==================== fan_eval_scheduler
`config.mk`:
```
export PLATFORM = sky130hd
export DESIGN_NAME = fan_eval_scheduler
export DESIGN_NICKNAME = d
export VERILOG_FILES = /design/src/rtl/fan_eval_scheduler.sv
export SDC_FILE = /design/constraint.sdc
export NUM_CORES = 1
export LEC_CHECK = 0
export CAP_MARGIN = 20
export CELL_PAD_IN_SITES_DETAIL_PLACEMENT = 0
export CELL_PAD_IN_SITES_GLOBAL_PLACEMENT = 1
export CORE_MARGIN = 2
export CORE_UTILIZATION = 40
export CTS_CLUSTER_DIAMETER = 30
export DETAILED_ROUTE_END_ITERATION = 16
export GPL_TIMING_DRIVEN = 0
export PLACE_DENSITY = 0.81
export SYNTH_ARGS = -nofsm -noshare
export SYNTH_HDL_FRONTEND = slang
export SYNTH_SLANG_ARGS = --single-unit
```
`constraint.sdc`:
```
create_clock -name clk -period 2.5 [get_ports clk]
set_input_delay 0.375 -clock clk [delete_from_list [all_inputs] [get_ports clk]]
set_output_delay 0.375 -clock clk [all_outputs]
set_load 0.05 [all_outputs]
```
`src/rtl/fan_eval_scheduler.sv`:
```
// fan_eval_scheduler: drives the fan speed controller's reset to force periodic
// re-evaluation, latches the evaluated speed and ramps the fan command toward it
// one step at a time. A watchdog on the evaluation handshake falls back to full
// speed if the controller never answers.
module fan_eval_scheduler #(
  parameter int unsigned PERIOD      = 1000,
  parameter int unsigned PULSE_LEN   = 2,
  parameter int unsigned TIMEOUT     = 8,
  parameter int unsigned RAMP_CYCLES = 50
) (
  input  logic       clk,
  input  logic       reset,
  input  logic       enable,
  input  logic       force_eval,
  input  logic       ctrl_speed_set,
  input  logic [1:0] ctrl_fan_speed,
  input  logic [2:0] ctrl_state,
  output logic       eval_pulse,
  output logic [1:0] fan_cmd,
  output logic       cmd_valid,
  output logic       fault,
  output logic [2:0] sched_state
);

  localparam int unsigned PERW = $clog2(PERIOD + 1);
  localparam int unsigned PLSW = $clog2(PULSE_LEN + 1);
  localparam int unsigned TMOW = $clog2(TIMEOUT + 1);
  localparam int unsigned RMPW = $clog2(RAMP_CYCLES + 1);

  // Terminal values: each counter stops at these and is cleared on the state change.
  localparam logic [PERW-1:0] PER_LAST = PERW'(PERIOD - 1);
  localparam logic [PLSW-1:0] PLS_LAST = PLSW'(PULSE_LEN - 1);
  localparam logic [TMOW-1:0] TMO_LAST = TMOW'(TIMEOUT - 1);
  localparam logic [RMPW-1:0] RMP_LAST = RMPW'(RAMP_CYCLES - 1);

  typedef enum logic [2:0] {
    S_IDLE        = 3'd0,
    S_PULSE       = 3'd1,
    S_WAIT_SET    = 3'd2,
    S_RAMP        = 3'd3,
    S_WAIT_PERIOD = 3'd4,
    S_FAULT       = 3'd5
  } state_t;

  state_t          state_q, state_d;
  logic            eval_pulse_q, eval_pulse_d;
  logic [1:0]      fan_cmd_q, fan_cmd_d;
  logic [1:0]      target_q, target_d;
  logic            cmd_valid_q, cmd_valid_d;
  logic            fault_q, fault_d;
  logic            override_q, override_d;
  logic [PERW-1:0] per_cnt_q, per_cnt_d;
  logic [PLSW-1:0] pls_cnt_q, pls_cnt_d;
  logic [TMOW-1:0] tmo_cnt_q, tmo_cnt_d;
  logic [RMPW-1:0] rmp_cnt_q, rmp_cnt_d;

  // Next-state and next-output logic; counters clear whenever their state is left.
  always_comb begin
    state_d     = state_q;
    fan_cmd_d   = fan_cmd_q;
    target_d    = target_q;
    cmd_valid_d = cmd_valid_q;
    fault_d     = fault_q;
    override_d  = override_q;
    per_cnt_d   = '0;
    pls_cnt_d   = '0;
    tmo_cnt_d   = '0;
    rmp_cnt_d   = '0;

    if (!enable) begin
      state_d = S_IDLE;
    end else begin
      case (state_q)
        S_IDLE: begin
          state_d = S_PULSE;
        end
        S_PULSE: begin
          if (pls_cnt_q == PLS_LAST) begin
            state_d = S_WAIT_SET;
          end else begin
            pls_cnt_d = pls_cnt_q + PLSW'(1);
          end
        end
        S_WAIT_SET: begin
          // A valid answer wins over a watchdog expiry in the same cycle.
          if (ctrl_speed_set) begin
            target_d    = ctrl_fan_speed;
            override_d  = (ctrl_state == 3'd5) || (ctrl_state == 3'd6);
            fault_d     = 1'b0;
            cmd_valid_d = (ctrl_fan_speed == fan_cmd_q);
            state_d     = S_RAMP;
          end else if (tmo_cnt_q == TMO_LAST) begin
            fault_d     = 1'b1;
            fan_cmd_d   = 2'd3;
            target_d    = 2'd3;
            cmd_valid_d = 1'b1;
            state_d     = S_FAULT;
          end else begin
            tmo_cnt_d = tmo_cnt_q + TMOW'(1);
          end
        end
        S_RAMP: begin
          // Overrides jump straight to the target; normal moves step once per ramp interval.
          if (override_q) begin
            fan_cmd_d = target_q;
          end else if (fan_cmd_q != target_q) begin
            if (rmp_cnt_q == RMP_LAST) begin
              fan_cmd_d = (target_q > fan_cmd_q) ? (fan_cmd_q + 2'd1) : (fan_cmd_q - 2'd1);
            end else begin
              rmp_cnt_d = rmp_cnt_q + RMPW'(1);
            end
          end else begin
            fan_cmd_d = fan_cmd_q;
          end
          // Completion is judged on the value being loaded, so the done flag
          // and the final step appear on the same edge.
          if (fan_cmd_d == target_q) begin
            cmd_valid_d = 1'b1;
            state_d     = S_WAIT_PERIOD;
          end else begin
            cmd_valid_d = 1'b0;
          end
        end
        S_WAIT_PERIOD: begin
          if (force_eval || (per_cnt_q == PER_LAST)) begin
            state_d = S_PULSE;
          end else begin
            per_cnt_d = per_cnt_q + PERW'(1);
          end
        end
        S_FAULT: begin
          fault_d     = 1'b1;
          fan_cmd_d   = 2'd3;
          target_d    = 2'd3;
          cmd_valid_d = 1'b1;
          if (force_eval) begin
            state_d = S_PULSE;
          end else begin
            state_d = S_FAULT;
          end
        end
        default: begin
          state_d = S_IDLE;
        end
      endcase
    end

    // The pulse is registered alongside the state so it is high exactly while in PULSE.
    eval_pulse_d = (state_d == S_PULSE);
  end

  // State and output registers with asynchronous reset.
  always_ff @(posedge clk or posedge reset) begin
    if (reset) begin
      state_q      <= S_IDLE;
      eval_pulse_q <= 1'b0;
      fan_cmd_q    <= 2'd0;
      target_q     <= 2'd0;
      cmd_valid_q  <= 1'b0;
      fault_q      <= 1'b0;
      override_q   <= 1'b0;
      per_cnt_q    <= '0;
      pls_cnt_q    <= '0;
      tmo_cnt_q    <= '0;
      rmp_cnt_q    <= '0;
    end else begin
      state_q      <= state_d;
      eval_pulse_q <= eval_pulse_d;
      fan_cmd_q    <= fan_cmd_d;
      target_q     <= target_d;
      cmd_valid_q  <= cmd_valid_d;
      fault_q      <= fault_d;
      override_q   <= override_d;
      per_cnt_q    <= per_cnt_d;
      pls_cnt_q    <= pls_cnt_d;
      tmo_cnt_q    <= tmo_cnt_d;
      rmp_cnt_q    <= rmp_cnt_d;
    end
  end

  assign eval_pulse  = eval_pulse_q;
  assign fan_cmd     = fan_cmd_q;
  assign cmd_valid   = cmd_valid_q;
  assign fault       = fault_q;
  assign sched_state = state_q;

endmodule
```
==================== alu_arbiter_flat
`src/rtl/alu_arbiter_if.sv`:
```
// rtl/alu_arbiter_if.sv - request/response bus between two requesters, the arbiter and its consumer
interface alu_arbiter_if #(
  parameter int W = 4
);
  logic         req0_valid;
  logic         req0_ready;
  logic [W-1:0] req0_a;
  logic [W-1:0] req0_b;
  logic [3:0]   req0_op;

  logic         req1_valid;
  logic         req1_ready;
  logic [W-1:0] req1_a;
  logic [W-1:0] req1_b;
  logic [3:0]   req1_op;

  logic         rsp_valid;
  logic         rsp_ready;
  logic         rsp_id;
  logic [W-1:0] rsp_result;
  logic [3:0]   rsp_flags;
  logic         rsp_err;

  modport slave (
    input  req0_valid, req0_a, req0_b, req0_op,
    input  req1_valid, req1_a, req1_b, req1_op,
    output req0_ready, req1_ready,
    output rsp_valid, rsp_id, rsp_result, rsp_flags, rsp_err,
    input  rsp_ready
  );

  modport master (
    output req0_valid, req0_a, req0_b, req0_op,
    output req1_valid, req1_a, req1_b, req1_op,
    input  req0_ready, req1_ready,
    input  rsp_valid, rsp_id, rsp_result, rsp_flags, rsp_err,
    output rsp_ready
  );
endinterface

```
`src/rtl/alu_arbiter.sv`:
```
// rtl/alu_arbiter.sv - two-requester round-robin arbiter in front of a shared combinational ALU
module alu_arbiter #(
  parameter int W = 4
) (
  input  logic         clk,
  input  logic         rst,
  alu_arbiter_if.slave bus,
  output logic [W-1:0] alu_a,
  output logic [W-1:0] alu_b_inv,
  output logic [3:0]   alu_op,
  input  logic [W-1:0] alu_result,
  input  logic         alu_n,
  input  logic         alu_z,
  input  logic         alu_c,
  input  logic         alu_v
);

  typedef enum logic [1:0] {IDLE, EXEC, RESP} state_t;

  state_t       state_q, state_d;
  logic         prio_q, prio_d;
  logic [W-1:0] a_q, a_d;
  logic [W-1:0] b_q, b_d;
  logic [3:0]   op_q, op_d;
  logic         id_q, id_d;
  logic         rsp_id_q, rsp_id_d;
  logic [W-1:0] rsp_result_q, rsp_result_d;
  logic [3:0]   rsp_flags_q, rsp_flags_d;
  logic         rsp_err_q, rsp_err_d;

  logic [1:0]   req_valid;
  logic [1:0]   req_ready;
  logic         gnt_valid;
  logic         gnt_id;
  logic         op_err;

  assign req_valid = {bus.req1_valid, bus.req0_valid};

  // Undefined opcodes and division/modulo by zero bypass the ALU result.
  assign op_err = (op_q >= 4'b1010) ||
                  (((op_q == 4'b0011) || (op_q == 4'b0100)) && (b_q == '0));

  // Priority pick: the pointed-to requester first, the other one as fallback.
  always_comb begin
    gnt_valid = 1'b0;
    gnt_id    = prio_q;
    if (req_valid[prio_q]) begin
      gnt_valid = 1'b1;
      gnt_id    = prio_q;
    end else if (req_valid[~prio_q]) begin
      gnt_valid = 1'b1;
      gnt_id    = ~prio_q;
    end
  end

  // Next-state, operand capture and response capture.
  always_comb begin
    state_d      = state_q;
    prio_d       = prio_q;
    a_d          = a_q;
    b_d          = b_q;
    op_d         = op_q;
    id_d         = id_q;
    rsp_id_d     = rsp_id_q;
    rsp_result_d = rsp_result_q;
    rsp_flags_d  = rsp_flags_q;
    rsp_err_d    = rsp_err_q;
    req_ready    = 2'b00;
    unique case (state_q)
      IDLE: begin
        if (gnt_valid) begin
          // Ready only goes to a valid requester, so a grant is an accept.
          req_ready[gnt_id] = 1'b1;
          a_d     = gnt_id ? bus.req1_a  : bus.req0_a;
          b_d     = gnt_id ? bus.req1_b  : bus.req0_b;
          op_d    = gnt_id ? bus.req1_op : bus.req0_op;
          id_d    = gnt_id;
          prio_d  = ~gnt_id;
          state_d = EXEC;
        end
      end
      EXEC: begin
        rsp_id_d = id_q;
        if (op_err) begin
          rsp_result_d = '0;
          rsp_flags_d  = 4'b0000;
          rsp_err_d    = 1'b1;
        end else begin
          rsp_result_d = alu_result;
          rsp_flags_d  = {alu_n, alu_z, alu_c, alu_v};
          rsp_err_d    = 1'b0;
        end
        state_d = RESP;
      end
      RESP: begin
        if (bus.rsp_ready) state_d = IDLE;
      end
      default: state_d = IDLE;
    endcase
  end

  // State and data registers; reset drops any in-flight command.
  always_ff @(posedge clk) begin
    if (rst) begin
      state_q      <= IDLE;
      prio_q       <= 1'b0;
      a_q          <= '0;
      b_q          <= '0;
      op_q         <= 4'b0000;
      id_q         <= 1'b0;
      rsp_id_q     <= 1'b0;
      rsp_result_q <= '0;
      rsp_flags_q  <= 4'b0000;
      rsp_err_q    <= 1'b0;
    end else begin
      state_q      <= state_d;
      prio_q       <= prio_d;
      a_q          <= a_d;
      b_q          <= b_d;
      op_q         <= op_d;
      id_q         <= id_d;
      rsp_id_q     <= rsp_id_d;
      rsp_result_q <= rsp_result_d;
      rsp_flags_q  <= rsp_flags_d;
      rsp_err_q    <= rsp_err_d;
    end
  end

  assign bus.req0_ready = req_ready[0];
  assign bus.req1_ready = req_ready[1];
  assign bus.rsp_valid  = (state_q == RESP);
  assign bus.rsp_id     = rsp_id_q;
  assign bus.rsp_result = rsp_result_q;
  assign bus.rsp_flags  = rsp_flags_q;
  assign bus.rsp_err    = rsp_err_q;

  assign alu_a     = a_q;
  assign alu_b_inv = ~b_q;
  assign alu_op    = op_q;

endmodule

```
`src/flat_wrapper.sv`:
```
// flat-port wrapper written by rule: the top's interface ports become plain ports
module alu_arbiter_flat 
#(
  parameter int W = 4
)
  (clk, rst, alu_a, alu_b_inv, alu_op, alu_result, alu_n, alu_z, alu_c, alu_v, bus_req0_valid, bus_req0_a, bus_req0_b, bus_req0_op, bus_req1_valid, bus_req1_a, bus_req1_b, bus_req1_op, bus_req0_ready, bus_req1_ready, bus_rsp_valid, bus_rsp_id, bus_rsp_result, bus_rsp_flags, bus_rsp_err, bus_rsp_ready);
  alu_arbiter_if #(.W(W)) bus_i ();
  input  logic clk;
  input  logic rst;
  output logic [W-1:0] alu_a;
  output logic [W-1:0] alu_b_inv;
  output logic [3:0] alu_op;
  input  logic [W-1:0] alu_result;
  input  logic alu_n;
  input  logic alu_z;
  input  logic alu_c;
  input  logic alu_v;
  input wire logic [$bits(bus_i.req0_valid)-1:0] bus_req0_valid;
  input wire logic [$bits(bus_i.req0_a)-1:0] bus_req0_a;
  input wire logic [$bits(bus_i.req0_b)-1:0] bus_req0_b;
  input wire logic [$bits(bus_i.req0_op)-1:0] bus_req0_op;
  input wire logic [$bits(bus_i.req1_valid)-1:0] bus_req1_valid;
  input wire logic [$bits(bus_i.req1_a)-1:0] bus_req1_a;
  input wire logic [$bits(bus_i.req1_b)-1:0] bus_req1_b;
  input wire logic [$bits(bus_i.req1_op)-1:0] bus_req1_op;
  output wire logic [$bits(bus_i.req0_ready)-1:0] bus_req0_ready;
  output wire logic [$bits(bus_i.req1_ready)-1:0] bus_req1_ready;
  output wire logic [$bits(bus_i.rsp_valid)-1:0] bus_rsp_valid;
  output wire logic [$bits(bus_i.rsp_id)-1:0] bus_rsp_id;
  output wire logic [$bits(bus_i.rsp_result)-1:0] bus_rsp_result;
  output wire logic [$bits(bus_i.rsp_flags)-1:0] bus_rsp_flags;
  output wire logic [$bits(bus_i.rsp_err)-1:0] bus_rsp_err;
  input wire logic [$bits(bus_i.rsp_ready)-1:0] bus_rsp_ready;
  assign bus_i.req0_valid = bus_req0_valid;
  assign bus_i.req0_a = bus_req0_a;
  assign bus_i.req0_b = bus_req0_b;
  assign bus_i.req0_op = bus_req0_op;
  assign bus_i.req1_valid = bus_req1_valid;
  assign bus_i.req1_a = bus_req1_a;
  assign bus_i.req1_b = bus_req1_b;
  assign bus_i.req1_op = bus_req1_op;
  assign bus_req0_ready = bus_i.req0_ready;
  assign bus_req1_ready = bus_i.req1_ready;
  assign bus_rsp_valid = bus_i.rsp_valid;
  assign bus_rsp_id = bus_i.rsp_id;
  assign bus_rsp_result = bus_i.rsp_result;
  assign bus_rsp_flags = bus_i.rsp_flags;
  assign bus_rsp_err = bus_i.rsp_err;
  assign bus_i.rsp_ready = bus_rsp_ready;
  alu_arbiter #(.W(W)) u_core (.clk(clk), .rst(rst), .bus(bus_i), .alu_a(alu_a), .alu_b_inv(alu_b_inv), .alu_op(alu_op), .alu_result(alu_result), .alu_n(alu_n), .alu_z(alu_z), .alu_c(alu_c), .alu_v(alu_v));
endmodule
```
`config.mk`:
```
export PLATFORM = sky130hd
export DESIGN_NAME = alu_arbiter_flat
export DESIGN_NICKNAME = d
export VERILOG_FILES = /design/src/rtl/alu_arbiter_if.sv /design/src/rtl/alu_arbiter.sv /design/src/flat_wrapper.sv
export SDC_FILE = /design/constraint.sdc
export NUM_CORES = 1
export LEC_CHECK = 0
export CORE_ASPECT_RATIO = 0.5
export CORE_MARGIN = 1.5
export CORE_UTILIZATION = 42
export CTS_CLUSTER_DIAMETER = 30
export DETAILED_ROUTE_END_ITERATION = 8
export PLACE_DENSITY_LB_ADDON = 0.25
export SETUP_SLACK_MARGIN = 0.15
export SYNTH_ARGS = -nofsm -noshare
export SYNTH_HDL_FRONTEND = slang
export SYNTH_SLANG_ARGS = --single-unit
```
`constraint.sdc`:
```
create_clock -name clk -period 1.95 [get_ports clk]
set_input_delay 0.2925 -clock clk [delete_from_list [all_inputs] [get_ports clk]]
set_output_delay 0.2925 -clock clk [all_outputs]
set_load 0.05 [all_outputs]
```
==================== mc14500_serial_rx
--- src/rtl/mc14500_serial_rx.sv ---
// -----------------------------------------------------------------------------
// mc14500_serial_rx
//
// Deserializer for the MC14500 bit-banged serial port. The MC14500 program
// toggles two output-latch bits: SCLK (serial clock) and SDO (serial data).
// This block samples SDO on every SCLK rising edge and rebuilds 8-bit
// LSB-first frames:
//   sample 1      start bit (shifted out, never delivered)
//   samples 2..9  data bits, LSB first
//   sample 10     latch pulse (SDO ignored)
//   then          SCLK low with SDO high marks end of frame -> byte pushed
// Completed bytes go into a small first-word-fall-through FIFO.
//
// Parameters
//   FIFO_DEPTH   byte entries in the FIFO (power of two, 2..16)
//   TIMEOUT      clk cycles without an SCLK rise before a frame is aborted
//   SYNC_STAGES  synchronizer flops on sclk/sdo (0 = inputs already synchronous)
//
// Ports
//   clk          design clock
//   rst_n        synchronous active-low reset
//   sclk, sdo    serial clock / data from the MC14500 output latch
//   rx_data      byte at FIFO head (0x00 while the FIFO is empty)
//   rx_valid     FIFO non-empty
//   rx_ready     consumer pops the head when rx_valid & rx_ready
//   fifo_level   current entry count
//   overflow     sticky: a completed byte was dropped on a full FIFO
//   frame_err    sticky: a frame timed out mid-reception
//   clear_flags  clears overflow/frame_err; a same-cycle set wins
// -----------------------------------------------------------------------------
module mc14500_serial_rx #(
    parameter int FIFO_DEPTH  = 4,
    parameter int TIMEOUT     = 1023,
    parameter int SYNC_STAGES = 2
) (
    input  logic                          clk,
    input  logic                          rst_n,
    input  logic                          sclk,
    input  logic                          sdo,
    output logic [7:0]                    rx_data,
    output logic                          rx_valid,
    input  logic                          rx_ready,
    output logic [$clog2(FIFO_DEPTH):0]   fifo_level,
    output logic                          overflow,
    output logic                          frame_err,
    input  logic                          clear_flags
);

    localparam int AW = $clog2(FIFO_DEPTH);
    localparam int LW = AW + 1;
    localparam int TW = $clog2(TIMEOUT + 1);

    localparam logic [TW-1:0] TMO_MAX   = TW'(TIMEOUT);
    localparam logic [LW-1:0] LEVEL_MAX = LW'(FIFO_DEPTH);

    localparam logic [1:0] ST_IDLE  = 2'd0;
    localparam logic [1:0] ST_SHIFT = 2'd1;
    localparam logic [1:0] ST_STOP  = 2'd2;
    localparam logic [1:0] ST_GAP   = 2'd3;

    // Next FIFO occupancy, clamped to the FIFO capacity.
    function automatic logic [LW-1:0] sat_level(input logic [LW-1:0] lvl,
                                                 input logic          inc,
                                                 input logic          dec);
        logic [LW-1:0] nxt;
        nxt = lvl;
        if (inc && !dec) begin
            nxt = (lvl == LEVEL_MAX) ? LEVEL_MAX : lvl + LW'(1);
        end else if (dec && !inc) begin
            nxt = (lvl == '0) ? '0 : lvl - LW'(1);
        end
        return nxt;
    endfunction

    // ---------------- input synchronizers ----------------
    logic sclk_s;
    logic sdo_s;

    generate
        if (SYNC_STAGES == 0) begin : g_nosync
            assign sclk_s = sclk;
            assign sdo_s  = sdo;
        end else begin : g_sync
            logic [SYNC_STAGES-1:0] sclk_p0;
            logic [SYNC_STAGES-1:0] sdo_p0;

            always_ff @(posedge clk) begin
                if (!rst_n) begin
                    sclk_p0 <= '0;
                    sdo_p0  <= '0;
                end else begin
                    sclk_p0[0] <= sclk;
                    sdo_p0[0]  <= sdo;
                    for (int i = 1; i < SYNC_STAGES; i++) begin
                        sclk_p0[i] <= sclk_p0[i-1];
                        sdo_p0[i]  <= sdo_p0[i-1];
                    end
                end
            end

            assign sclk_s = sclk_p0[SYNC_STAGES-1];
            assign sdo_s  = sdo_p0[SYNC_STAGES-1];
        end
    endgenerate

    // ---------------- edge detect ----------------
    logic sclk_d;

    always_ff @(posedge clk) begin
        if (!rst_n) begin
            sclk_d <= 1'b0;
        end else begin
            sclk_d <= sclk_s;
        end
    end

    logic rise;
    assign rise = sclk_s & ~sclk_d;

    // ---------------- frame FSM ----------------
    logic [1:0]    state;
    logic [7:0]    shift_q;
    logic [3:0]    bitcnt;
    logic [TW-1:0] tmo_cnt;

    logic tmo_hit;
    logic push_req;

    // A rise restarts the timer, so it can never coincide with a timeout.
    assign tmo_hit  = (state != ST_IDLE) && !rise && (tmo_cnt == TMO_MAX);
    // End-of-frame marker: clock parked low with data high; timeout wins.
    assign push_req = (state == ST_GAP) && !tmo_hit && !sclk_s && sdo_s;

    always_ff @(posedge clk) begin
        if (!rst_n) begin
            state   <= ST_IDLE;
            shift_q <= 8'h00;
            bitcnt  <= 4'd0;
            tmo_cnt <= '0;
        end else if (state == ST_IDLE) begin
            tmo_cnt <= '0;
            if (rise) begin
                state   <= ST_SHIFT;
                bitcnt  <= 4'd1;
                shift_q <= {sdo_s, shift_q[7:1]};
            end
        end else begin
            if (rise || tmo_hit) begin
                tmo_cnt <= '0;
            end else begin
                tmo_cnt <= tmo_cnt + TW'(1);
            end

            if (tmo_hit) begin
                state  <= ST_IDLE;
                bitcnt <= 4'd0;
            end else begin
                case (state)
                    ST_SHIFT: begin
                        if (rise) begin
                            shift_q <= {sdo_s, shift_q[7:1]};
                            bitcnt  <= bitcnt + 4'd1;
                            // Ninth sample: start bit has just left shift_q[0].
                            if (bitcnt == 4'd8) begin
                                state <= ST_STOP;
                            end
                        end
                    end
                    ST_STOP: begin
                        if (rise) begin
                            state <= ST_GAP;
                        end
                    end
                    default: begin
                        if (push_req) begin
                            state  <= ST_IDLE;
                            bitcnt <= 4'd0;
                        end
                    end
                endcase
            end
        end
    end

    // ---------------- FIFO ----------------
    logic [7:0]    mem [FIFO_DEPTH];
    logic [AW-1:0] wr_ptr;
    logic [AW-1:0] rd_ptr;
    logic [LW-1:0] level;

    logic full;
    logic pop;
    logic push;
    logic ovf_set;

    assign full     = (level == LEVEL_MAX);
    assign rx_valid = (level != '0);
    assign pop      = rx_valid & rx_ready;
    // A pop on the same edge frees the slot the push needs.
    assign push     = push_req & (~full | pop);
    assign ovf_set  = push_req & full & ~pop;

    always_ff @(posedge clk) begin
        if (push) begin
            mem[wr_ptr] <= shift_q;
        end
    end

    always_ff @(posedge clk) begin
        if (!rst_n) begin
            wr_ptr <= '0;
            rd_ptr <= '0;
            level  <= '0;
        end else begin
            if (push) begin
                wr_ptr <= wr_ptr + AW'(1);
            end
            if (pop) begin
                rd_ptr <= rd_ptr + AW'(1);
            end
            level <= sat_level(level, push, pop);
        end
    end

    assign rx_data    = rx_valid ? mem[rd_ptr] : 8'h00;
    assign fifo_level = level;

    // ---------------- sticky flags ----------------
    always_ff @(posedge clk) begin
        if (!rst_n) begin
            overflow  <= 1'b0;
            frame_err <= 1'b0;
        end else begin
            overflow  <= ovf_set | (overflow & ~clear_flags);
            frame_err <= tmo_hit | (frame_err & ~clear_flags);
        end
    end

endmodule

--- config.mk ---
export PLATFORM = sky130hd
export DESIGN_NAME = mc14500_serial_rx
export DESIGN_NICKNAME = d
export VERILOG_FILES = /design/src/rtl/mc14500_serial_rx.sv
export SDC_FILE = /design/constraint.sdc
export NUM_CORES = 1
export LEC_CHECK = 0
export ABC_CLOCK_PERIOD_IN_PS = 4400
export CORE_MARGIN = 2
export CORE_UTILIZATION = 55
export DETAILED_ROUTE_END_ITERATION = 16
export PLACE_DENSITY_LB_ADDON = 0.12
export SLEW_MARGIN = 20
export SYNTH_ARGS = -nofsm -noshare
export SYNTH_HDL_FRONTEND = slang
export SYNTH_SLANG_ARGS = --single-unit
--- constraint.sdc ---
create_clock -name clk -period 4.4 [get_ports clk]
set_input_delay 0.44 -clock clk [delete_from_list [all_inputs] [get_ports clk]]
set_output_delay 0.44 -clock clk [all_outputs]
set_load 0.01 [all_outputs]
==================== if_stage
### config.mk
export PLATFORM = sky130hd
export DESIGN_NAME = if_stage
export DESIGN_NICKNAME = d
export VERILOG_FILES = /design/src/rtl/if_stage.sv
export SDC_FILE = /design/constraint.sdc
export NUM_CORES = 1
export LEC_CHECK = 0
export CAP_MARGIN = 20
export CORE_UTILIZATION = 52
export DETAILED_ROUTE_END_ITERATION = 7
export MAX_ROUTING_LAYER = met4
export PLACE_DENSITY = 0.92
export SYNTH_ARGS = -nofsm -noshare
export SYNTH_HDL_FRONTEND = slang
export SYNTH_SLANG_ARGS = --single-unit
export TNS_END_PERCENT = 30
### constraint.sdc
create_clock -name clk_i -period 28.7 [get_ports clk_i]
set_input_delay 7.175 -clock clk_i [delete_from_list [all_inputs] [get_ports clk_i]]
set_output_delay 7.175 -clock clk_i [all_outputs]
set_load 0.05 [all_outputs]
### src/rtl/if_stage.sv
// Instruction-fetch stage: PC register, synchronous IROM addressing and the IF/ID
// pipeline register, with load-use stall, EX redirect and a fetch counter.
module if_stage #(
  parameter logic [31:0] RESET_PC = 32'h0000_0000,
  parameter int          IROM_AW  = 14
) (
  input  logic               clk_i,
  input  logic               rst_i,
  input  logic               stall_i,
  input  logic               redirect_i,
  input  logic [31:0]        redirect_pc_i,
  output logic [IROM_AW-1:0] irom_addr_o,
  input  logic [31:0]        irom_data_i,
  output logic [31:0]        id_inst_o,
  output logic [31:0]        id_pc_o,
  output logic [31:0]        id_pc4_o,
  output logic               id_valid_o,
  output logic               misalign_o,
  output logic [31:0]        fetch_cnt_o
);

  localparam logic [31:0] NOP = 32'h0000_0013;

  logic [31:0] r_pc;
  logic        r_fv;
  logic [31:0] w_nxt_pc;
  logic [31:0] w_pc4;
  logic        w_load;

  assign w_pc4  = r_pc + 32'd4;
  assign w_load = !redirect_i && !stall_i;

  // NOTE: combinational logic uses blocking '=' with a default assigned first so
  // every path drives w_nxt_pc and no latch is inferred.
  always_comb begin
    w_nxt_pc = w_pc4;
    if (redirect_i)            w_nxt_pc = {redirect_pc_i[31:2], 2'b00};
    else if (stall_i || !r_fv) w_nxt_pc = r_pc;
  end

  // Reset forces the address so the first word is already in flight at E1.
  assign irom_addr_o = rst_i ? RESET_PC[IROM_AW+1:2] : w_nxt_pc[IROM_AW+1:2];

  // NOTE: sequential state uses non-blocking '<=' so all registers sample
  // pre-edge values regardless of statement order.
  always_ff @(posedge clk_i or posedge rst_i) begin
    if (rst_i) begin
      r_pc <= RESET_PC;
      r_fv <= 1'b0;
    end else begin
      r_pc <= w_nxt_pc;
      r_fv <= 1'b1;
    end
  end

  always_ff @(posedge clk_i or posedge rst_i) begin
    if (rst_i) begin
      id_valid_o <= 1'b0;
      id_inst_o  <= NOP;
      id_pc_o    <= 32'd0;
      id_pc4_o   <= 32'd0;
    end else if (redirect_i) begin
      // The word on irom_data_i is wrong-path; replace it with a bubble.
      id_valid_o <= 1'b0;
      id_inst_o  <= NOP;
      id_pc_o    <= 32'd0;
      id_pc4_o   <= 32'd0;
    end else if (!stall_i) begin
      id_valid_o <= r_fv;
      id_inst_o  <= r_fv ? irom_data_i : NOP;
      id_pc_o    <= r_pc;
      id_pc4_o   <= w_pc4;
    end
  end

  always_ff @(posedge clk_i or posedge rst_i) begin
    if (rst_i) begin
      misalign_o  <= 1'b0;
      fetch_cnt_o <= 32'd0;
    end else begin
      if (redirect_i && (redirect_pc_i[1:0] != 2'b00)) misalign_o <= 1'b1;
      if (w_load && r_fv) fetch_cnt_o <= fetch_cnt_o + 32'd1;
    end
  end

endmodule


==> screenshots <==
Routing congestion map.
panel A
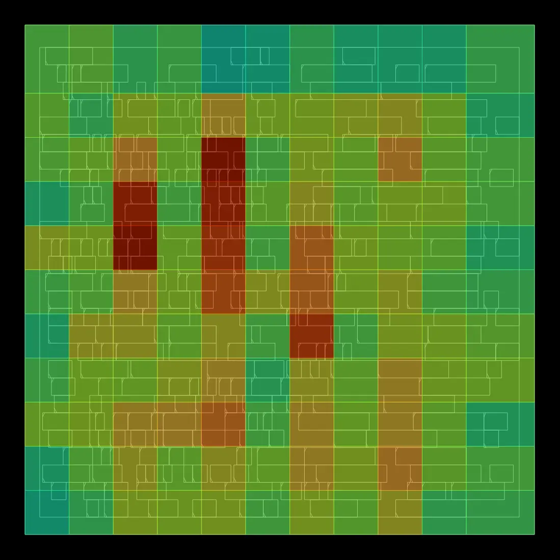
panel B
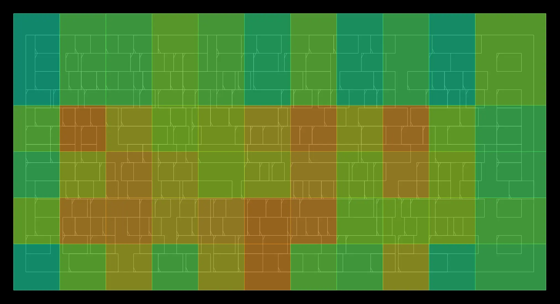
panel C
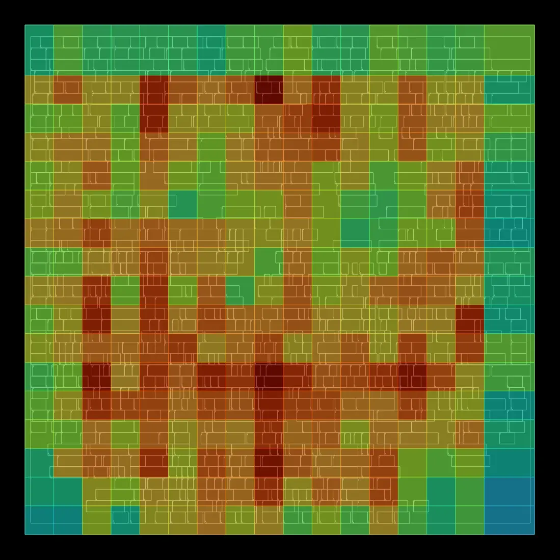
panel D
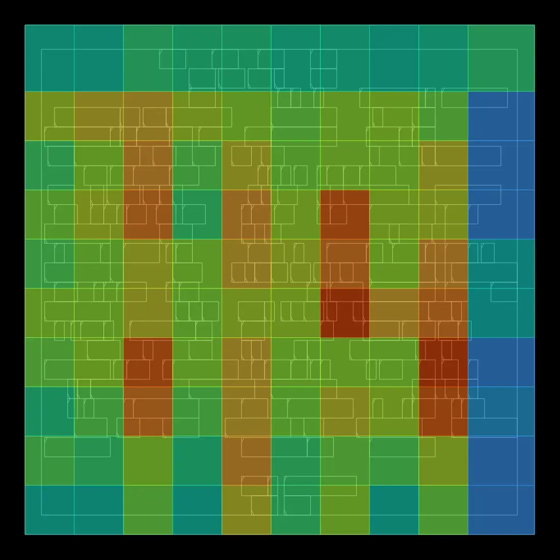
- most wire per cell: panel C
- lowest utilization: panel D
- if_stage = panel C
- alu_arbiter_flat = panel B
- fan_eval_scheduler = panel D
- mc14500_serial_rx = panel A

==> mc14500_serial_rx/met3.png <==
Drawn at 8 px/um. Cells faint in the background.
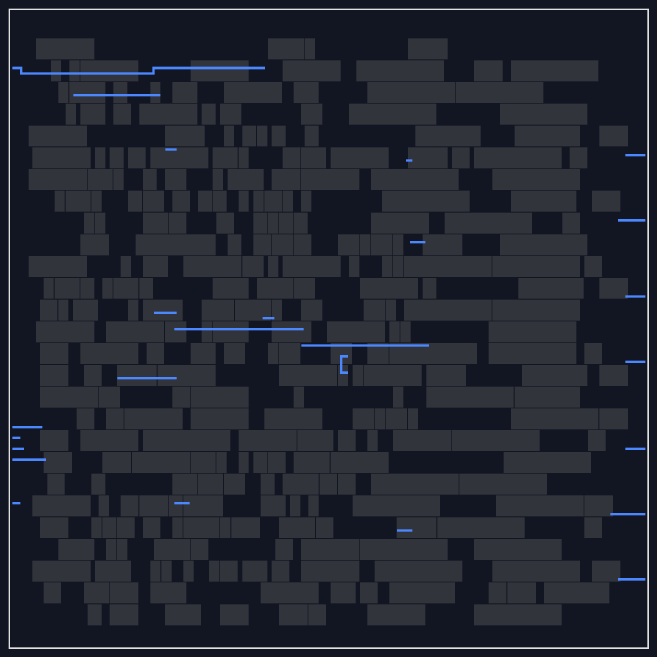
nets with wire on the layer: 16
longest straight run: 16.6 um
main direction: horizontal
wire length on this layer: 124 um

==> mc14500_serial_rx/met4.png <==
Drawn at 4 px/um. Supply wires on this layer in gray. Cells faint in the background.
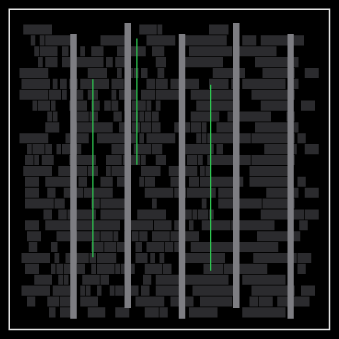
main direction: vertical
wire length on this layer: 122 um

==> flow_summary.ini, mc14500_serial_rx <==
; implementation run metrics
[floorplanning]
fp_util_pct = 57.2

[timing]
hold_slack_ps = 434
tns_ps = 0
rsz0062_at_grt = no

[pwr]
swShare_pct = 20.4
power.share.clock_pct = 44.7
combinationalPower_uw = 27.8
top_power_group = sequential cells

[setup_path]
crit_buf_inv = 3
cp_max_fo = 11
rr_worst_depth = 11

[synthesis]
yosys_area_mm2 = 0.00315
ys_cells = 269
largest_area_cell = edfxtp_1

[global_routing]
grt_pass1_wl_um = 8580
track_usage_pct = 18.0

[cts]
clk_latency_ps = 340

[layout]
finalInstanceArea_mm2 = 0.00362
n_antenna_cell = 0

[drt]
vias = 1923
wl_um = 4920
drc = 0
routedLengthMet1_um = 2200

[run_status]
status = finished clean
[mc14500_serial_rx: layout make-up]
type | count | share of cell area, %
repair buffers | 19 | 5.26
well taps | 72 | 2.49
flip-flops and latches | 72 | 48.7
multi-input cells | 174 | 35.8
inverters | 14 | 1.45
clock inverters | 6 | 2.49
clock buffers | 10 | 3.80
[mc14500_serial_rx: logic make-up after synthesis]
kind of cell	after synthesis	synth area share, %
DFF	72	55.9
adders and majority gates	17	6.75
xor gates and xnor gates	10	2.78
AOI/OAI and AO/OA	34	7.95
buffers and inverters	23	2.94
muxes	9	6.04
and+or+nand+nor	104	17.6
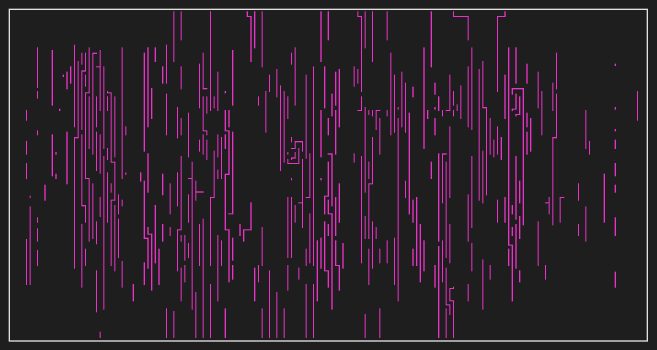
(alu_arbiter_flat/met2.png)
Drawn at 8 px/um.
wire length on this layer: 1590 um
main direction: vertical
longest straight run: 24.8 um

==> flow_summary.ini, alu_arbiter_flat <==
; implementation run metrics
[synthesis]
ys_async_sr_fraction_pct = 0
ff_type = dfxtp_1
synthTopCellsByCount = 26 x dfxtp_1, 12 x a31oi_1, 12 x nand3_1, 12 x nand4_1, 11 x a21oi_1
area_leaders = dfxtp_1 42%, a31oi_1 6.1%, nand4_1 6.1%

[floorplanning]
tap_cells = 37
fp_util_pct = 45.9

[layout]
sh_seq_area_pct = 26.5

[setup_path]
crit_type = register to primary output
cp_cell_sequence = clkdlybuf4s50_1
rr_worst_depth = 3

[timing]
worstMarginPinSlew_ps = 657
slew_violations = 0
rsz0062_at_grt = no

[placed_design]
dp_slack_ps = 271
dp.final_hpwl_um = 2570

[job]
maxCapViolCount = 0

[run_status]
status = finished clean

[pwr]
top_power_group = sequential cells

[cts]
cts_tree = yes
-- alu_arbiter_flat: through the flow --
stage / utilization (%) / area [um^2]
finish: 73.1 / 1960
global route: 73.1 / 1960
CTS: 73.1 / 1960
detailed placement: 71.6 / 1920
global placement: 71.6 / 1920
floorplan: - / 1230
-- alu_arbiter_flat: per-layer routing --
metal	GRT usage, %	vias up	wire length [um]
li1	-	688	-
met1	31.3	661	1830
met2	36.9	44	1590
met3	5.78	4	180
met4	5.26	0	29
met5	0	-	0
==> fan_eval_scheduler/met3.png <==
Drawn at 8 px/um. Cells faint in the background.
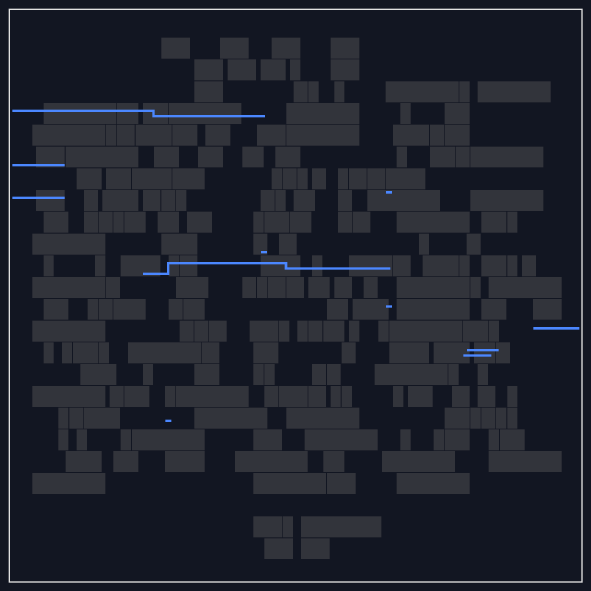
main direction: horizontal
share of all routed wire: 2.7%

==> flow_summary.ini, fan_eval_scheduler <==
; implementation run metrics
[synthesis]
avgSynthCellArea_um2 = 9.57
yosys.area_share.adder_pct = 4.13
ys_async_sr_fraction_pct = 100
largest_area_cell = dfrtp_1
area_leaders = dfrtp_1 45%, nor2_1 5.2%, xor2_1 4.8%
yosys.area.top_type_share_pct = 45.4

[global_routing]
track_usage_pct = 14.9
antenna_found_initial = 0

[floorplanning]
die_width_um = 71.4
die_area_mm2 = 0.00510

[run_status]
status = finished clean

[min_path]
min_to = tmo_cnt_q[0]

[placed_design]
port_buffers = 17
placed_area_mm2 = 0.00208

[drt]
wire_per_inst_um = 12.8
viasPerCell = 5.13

[setup_path]
reg2reg_to = sched_state[1]

[timing]
setup_ws_ps = 343

[layout]
finalInstanceArea_mm2 = 0.00217
dominant_cells = logic gates
regArea_um2 = 826
[fan_eval_scheduler: flip-flops by register name, summed over array words and instances, names as in the netlist]
name	count
per_cnt_q	10
rmp_cnt_q	6
tmo_cnt_q	4
sched_state	3
fan_cmd	2
pls_cnt_q	2
target_q	2
cmd_valid	1
eval_pulse	1
fault	1
override_q	1
[fan_eval_scheduler: power breakdown]
group / switching, uW / total [uW] / internal (uW)
Clock: 176 / 394 / 218
Combinational: 338 / 561 / 223
Sequential: 64.6 / 656 / 591
==> if_stage/met4.png <==
Drawn at 3 px/um. Supply wires on this layer in gray. Cells faint in the background.
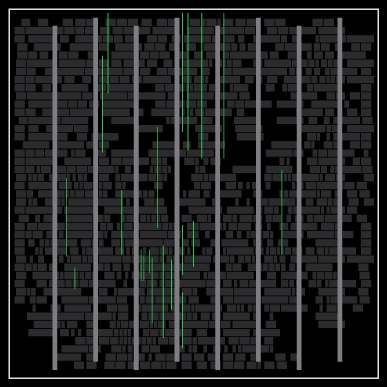
share of all routed wire: 2.5%
wire length on this layer: 499 um

==> if_stage/met3.png <==
Drawn at 4 px/um. Cells faint in the background.
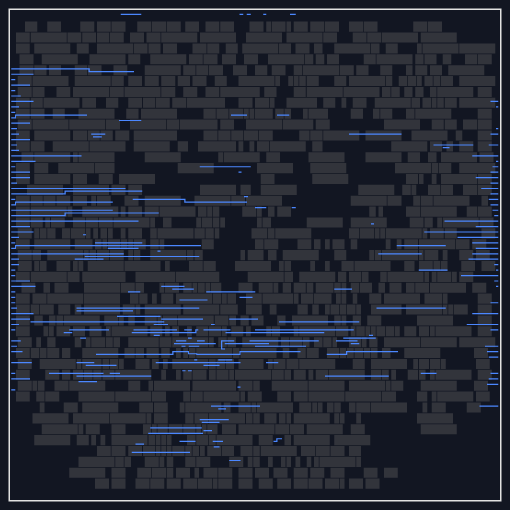
wire length on this layer: 1380 um
main direction: horizontal
longest straight run: 46.2 um
nets with wire on the layer: 161

==> flow_summary.ini, if_stage <==
; implementation run metrics
[layout]
nets = 976
seq_cells = 158
buffer_area_share_pct = 21.3
lay_top_count = clkdlybuf4s50_1
clk_share_pct = 6.15

[synthesis]
ys_top_logic_family = simple AND/OR/NAND/NOR gates
area_leaders = dfrtp_1 51%, xnor2_1 6.3%, mux2i_1 4.2%
yosys.area_share.adder_pct = 0.332
ys_async_sr_fraction_pct = 100
edf_count = 0
yosys_area_mm2 = 0.00755
ys_sh_simple_pct = 20.8
largest_area_cell = dfrtp_1
ff_type = dfrtp_1
yosysSeqAreaShare_pct = 52.4

[drt]
dr.pass1.iters = 5
drt-initial-drc-count = 591

[global_routing]
grt_overflow_total = 0

[pwr]
combinationalPower_uw = 123

[placed_design]
port_buffers = 211
dp_slack_ps = 11470

[setup_path]
cpMaxStageDelayCell = clkdlybuf4s50_1
crit_buf_inv = 3
reg2reg_to = r_pc[31]

[run_status]
status = finished clean

[timing]
worstMarginPinSlew_ps = 860

[cts]
root_buffer = clkbuf_16
cts_resized = 0
-- if_stage: worst max path at each step --
stage	start	endpoint	slack, ps	cells after the start
3_5_place_dp	stall_i	irom_addr_o[11]	11470	8
3_3_place_gp	stall_i	irom_addr_o[11]	11580	8
6_report	stall_i	irom_addr_o[11]	11430	8
2_1_floorplan	rst_i	irom_addr_o[1]	8750	3
4_1_cts	stall_i	irom_addr_o[11]	11450	8
5_1_grt	stall_i	irom_addr_o[11]	11270	8


==> notes/layouts.md <==
Pictures saved along the way, in no particular order.

Metal 2.
shot_01.png
Drawn at 6 px/um.
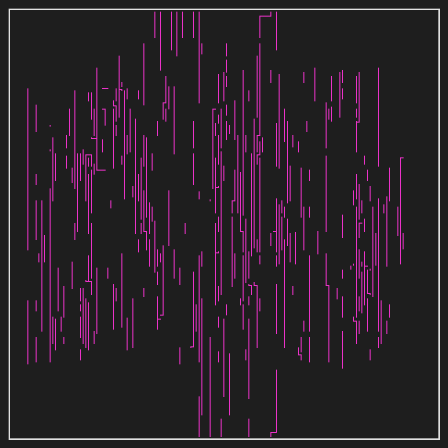
shot_02.png
Drawn at 4 px/um.
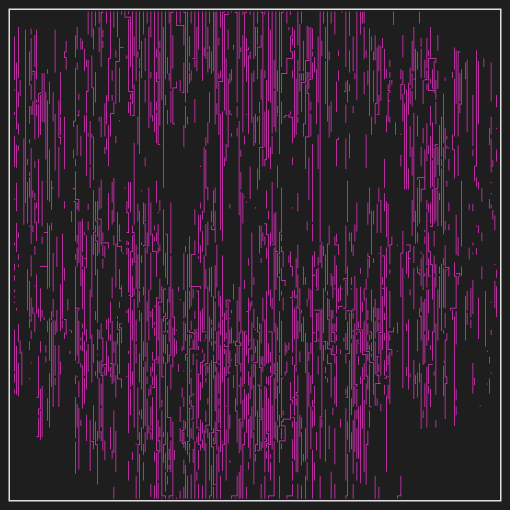
shot_03.png
Drawn at 6 px/um.
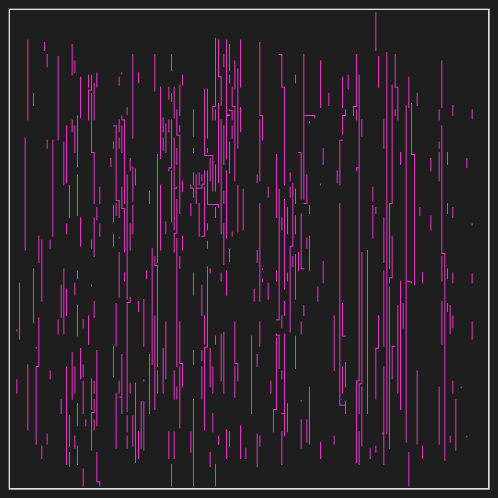
fan_eval_scheduler -> shot_01.png
if_stage -> shot_02.png
mc14500_serial_rx -> shot_03.png
The one with the largest die is shot_02.png.


==> layout pictures side by side <==
The metal 1 layer.
image #1
Drawn at 6 px/um. Supply wires on this layer in gray. Cells faint in the background.
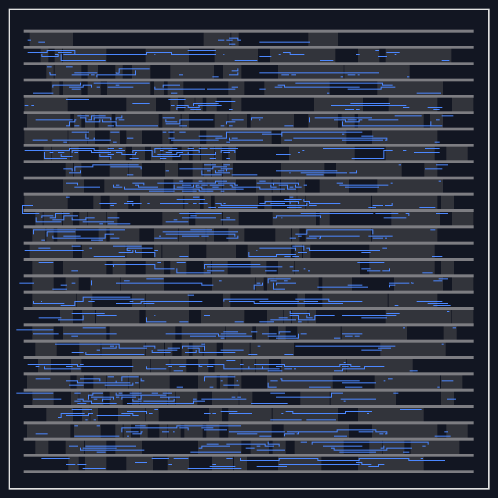
image #2
Drawn at 4 px/um. Supply wires on this layer in gray. Cells faint in the background.
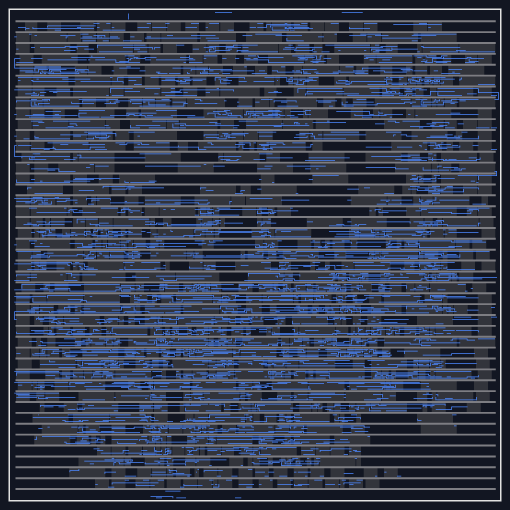
image #3
Drawn at 8 px/um. Supply wires on this layer in gray. Cells faint in the background.
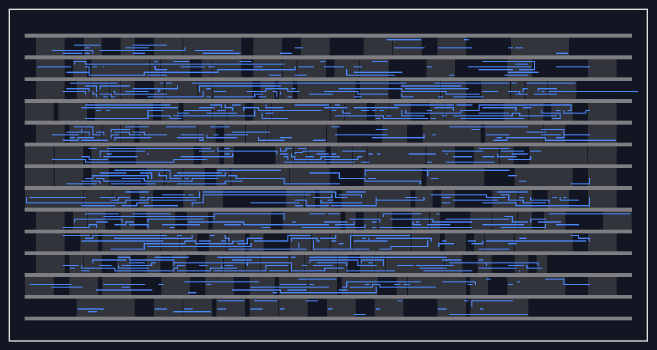
image #4
Drawn at 6 px/um. Supply wires on this layer in gray. Cells faint in the background.
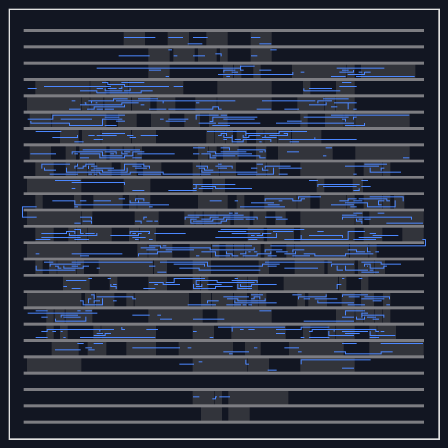
image #3 -> alu_arbiter_flat
image #4 -> fan_eval_scheduler
image #2 -> if_stage
image #1 -> mc14500_serial_rx

Key to image #1:
wire length on this layer: 2200 um
share of all routed wire: 45%
nets with wire on the layer: 277

Power is estimated from default activity; no workload was simulated.
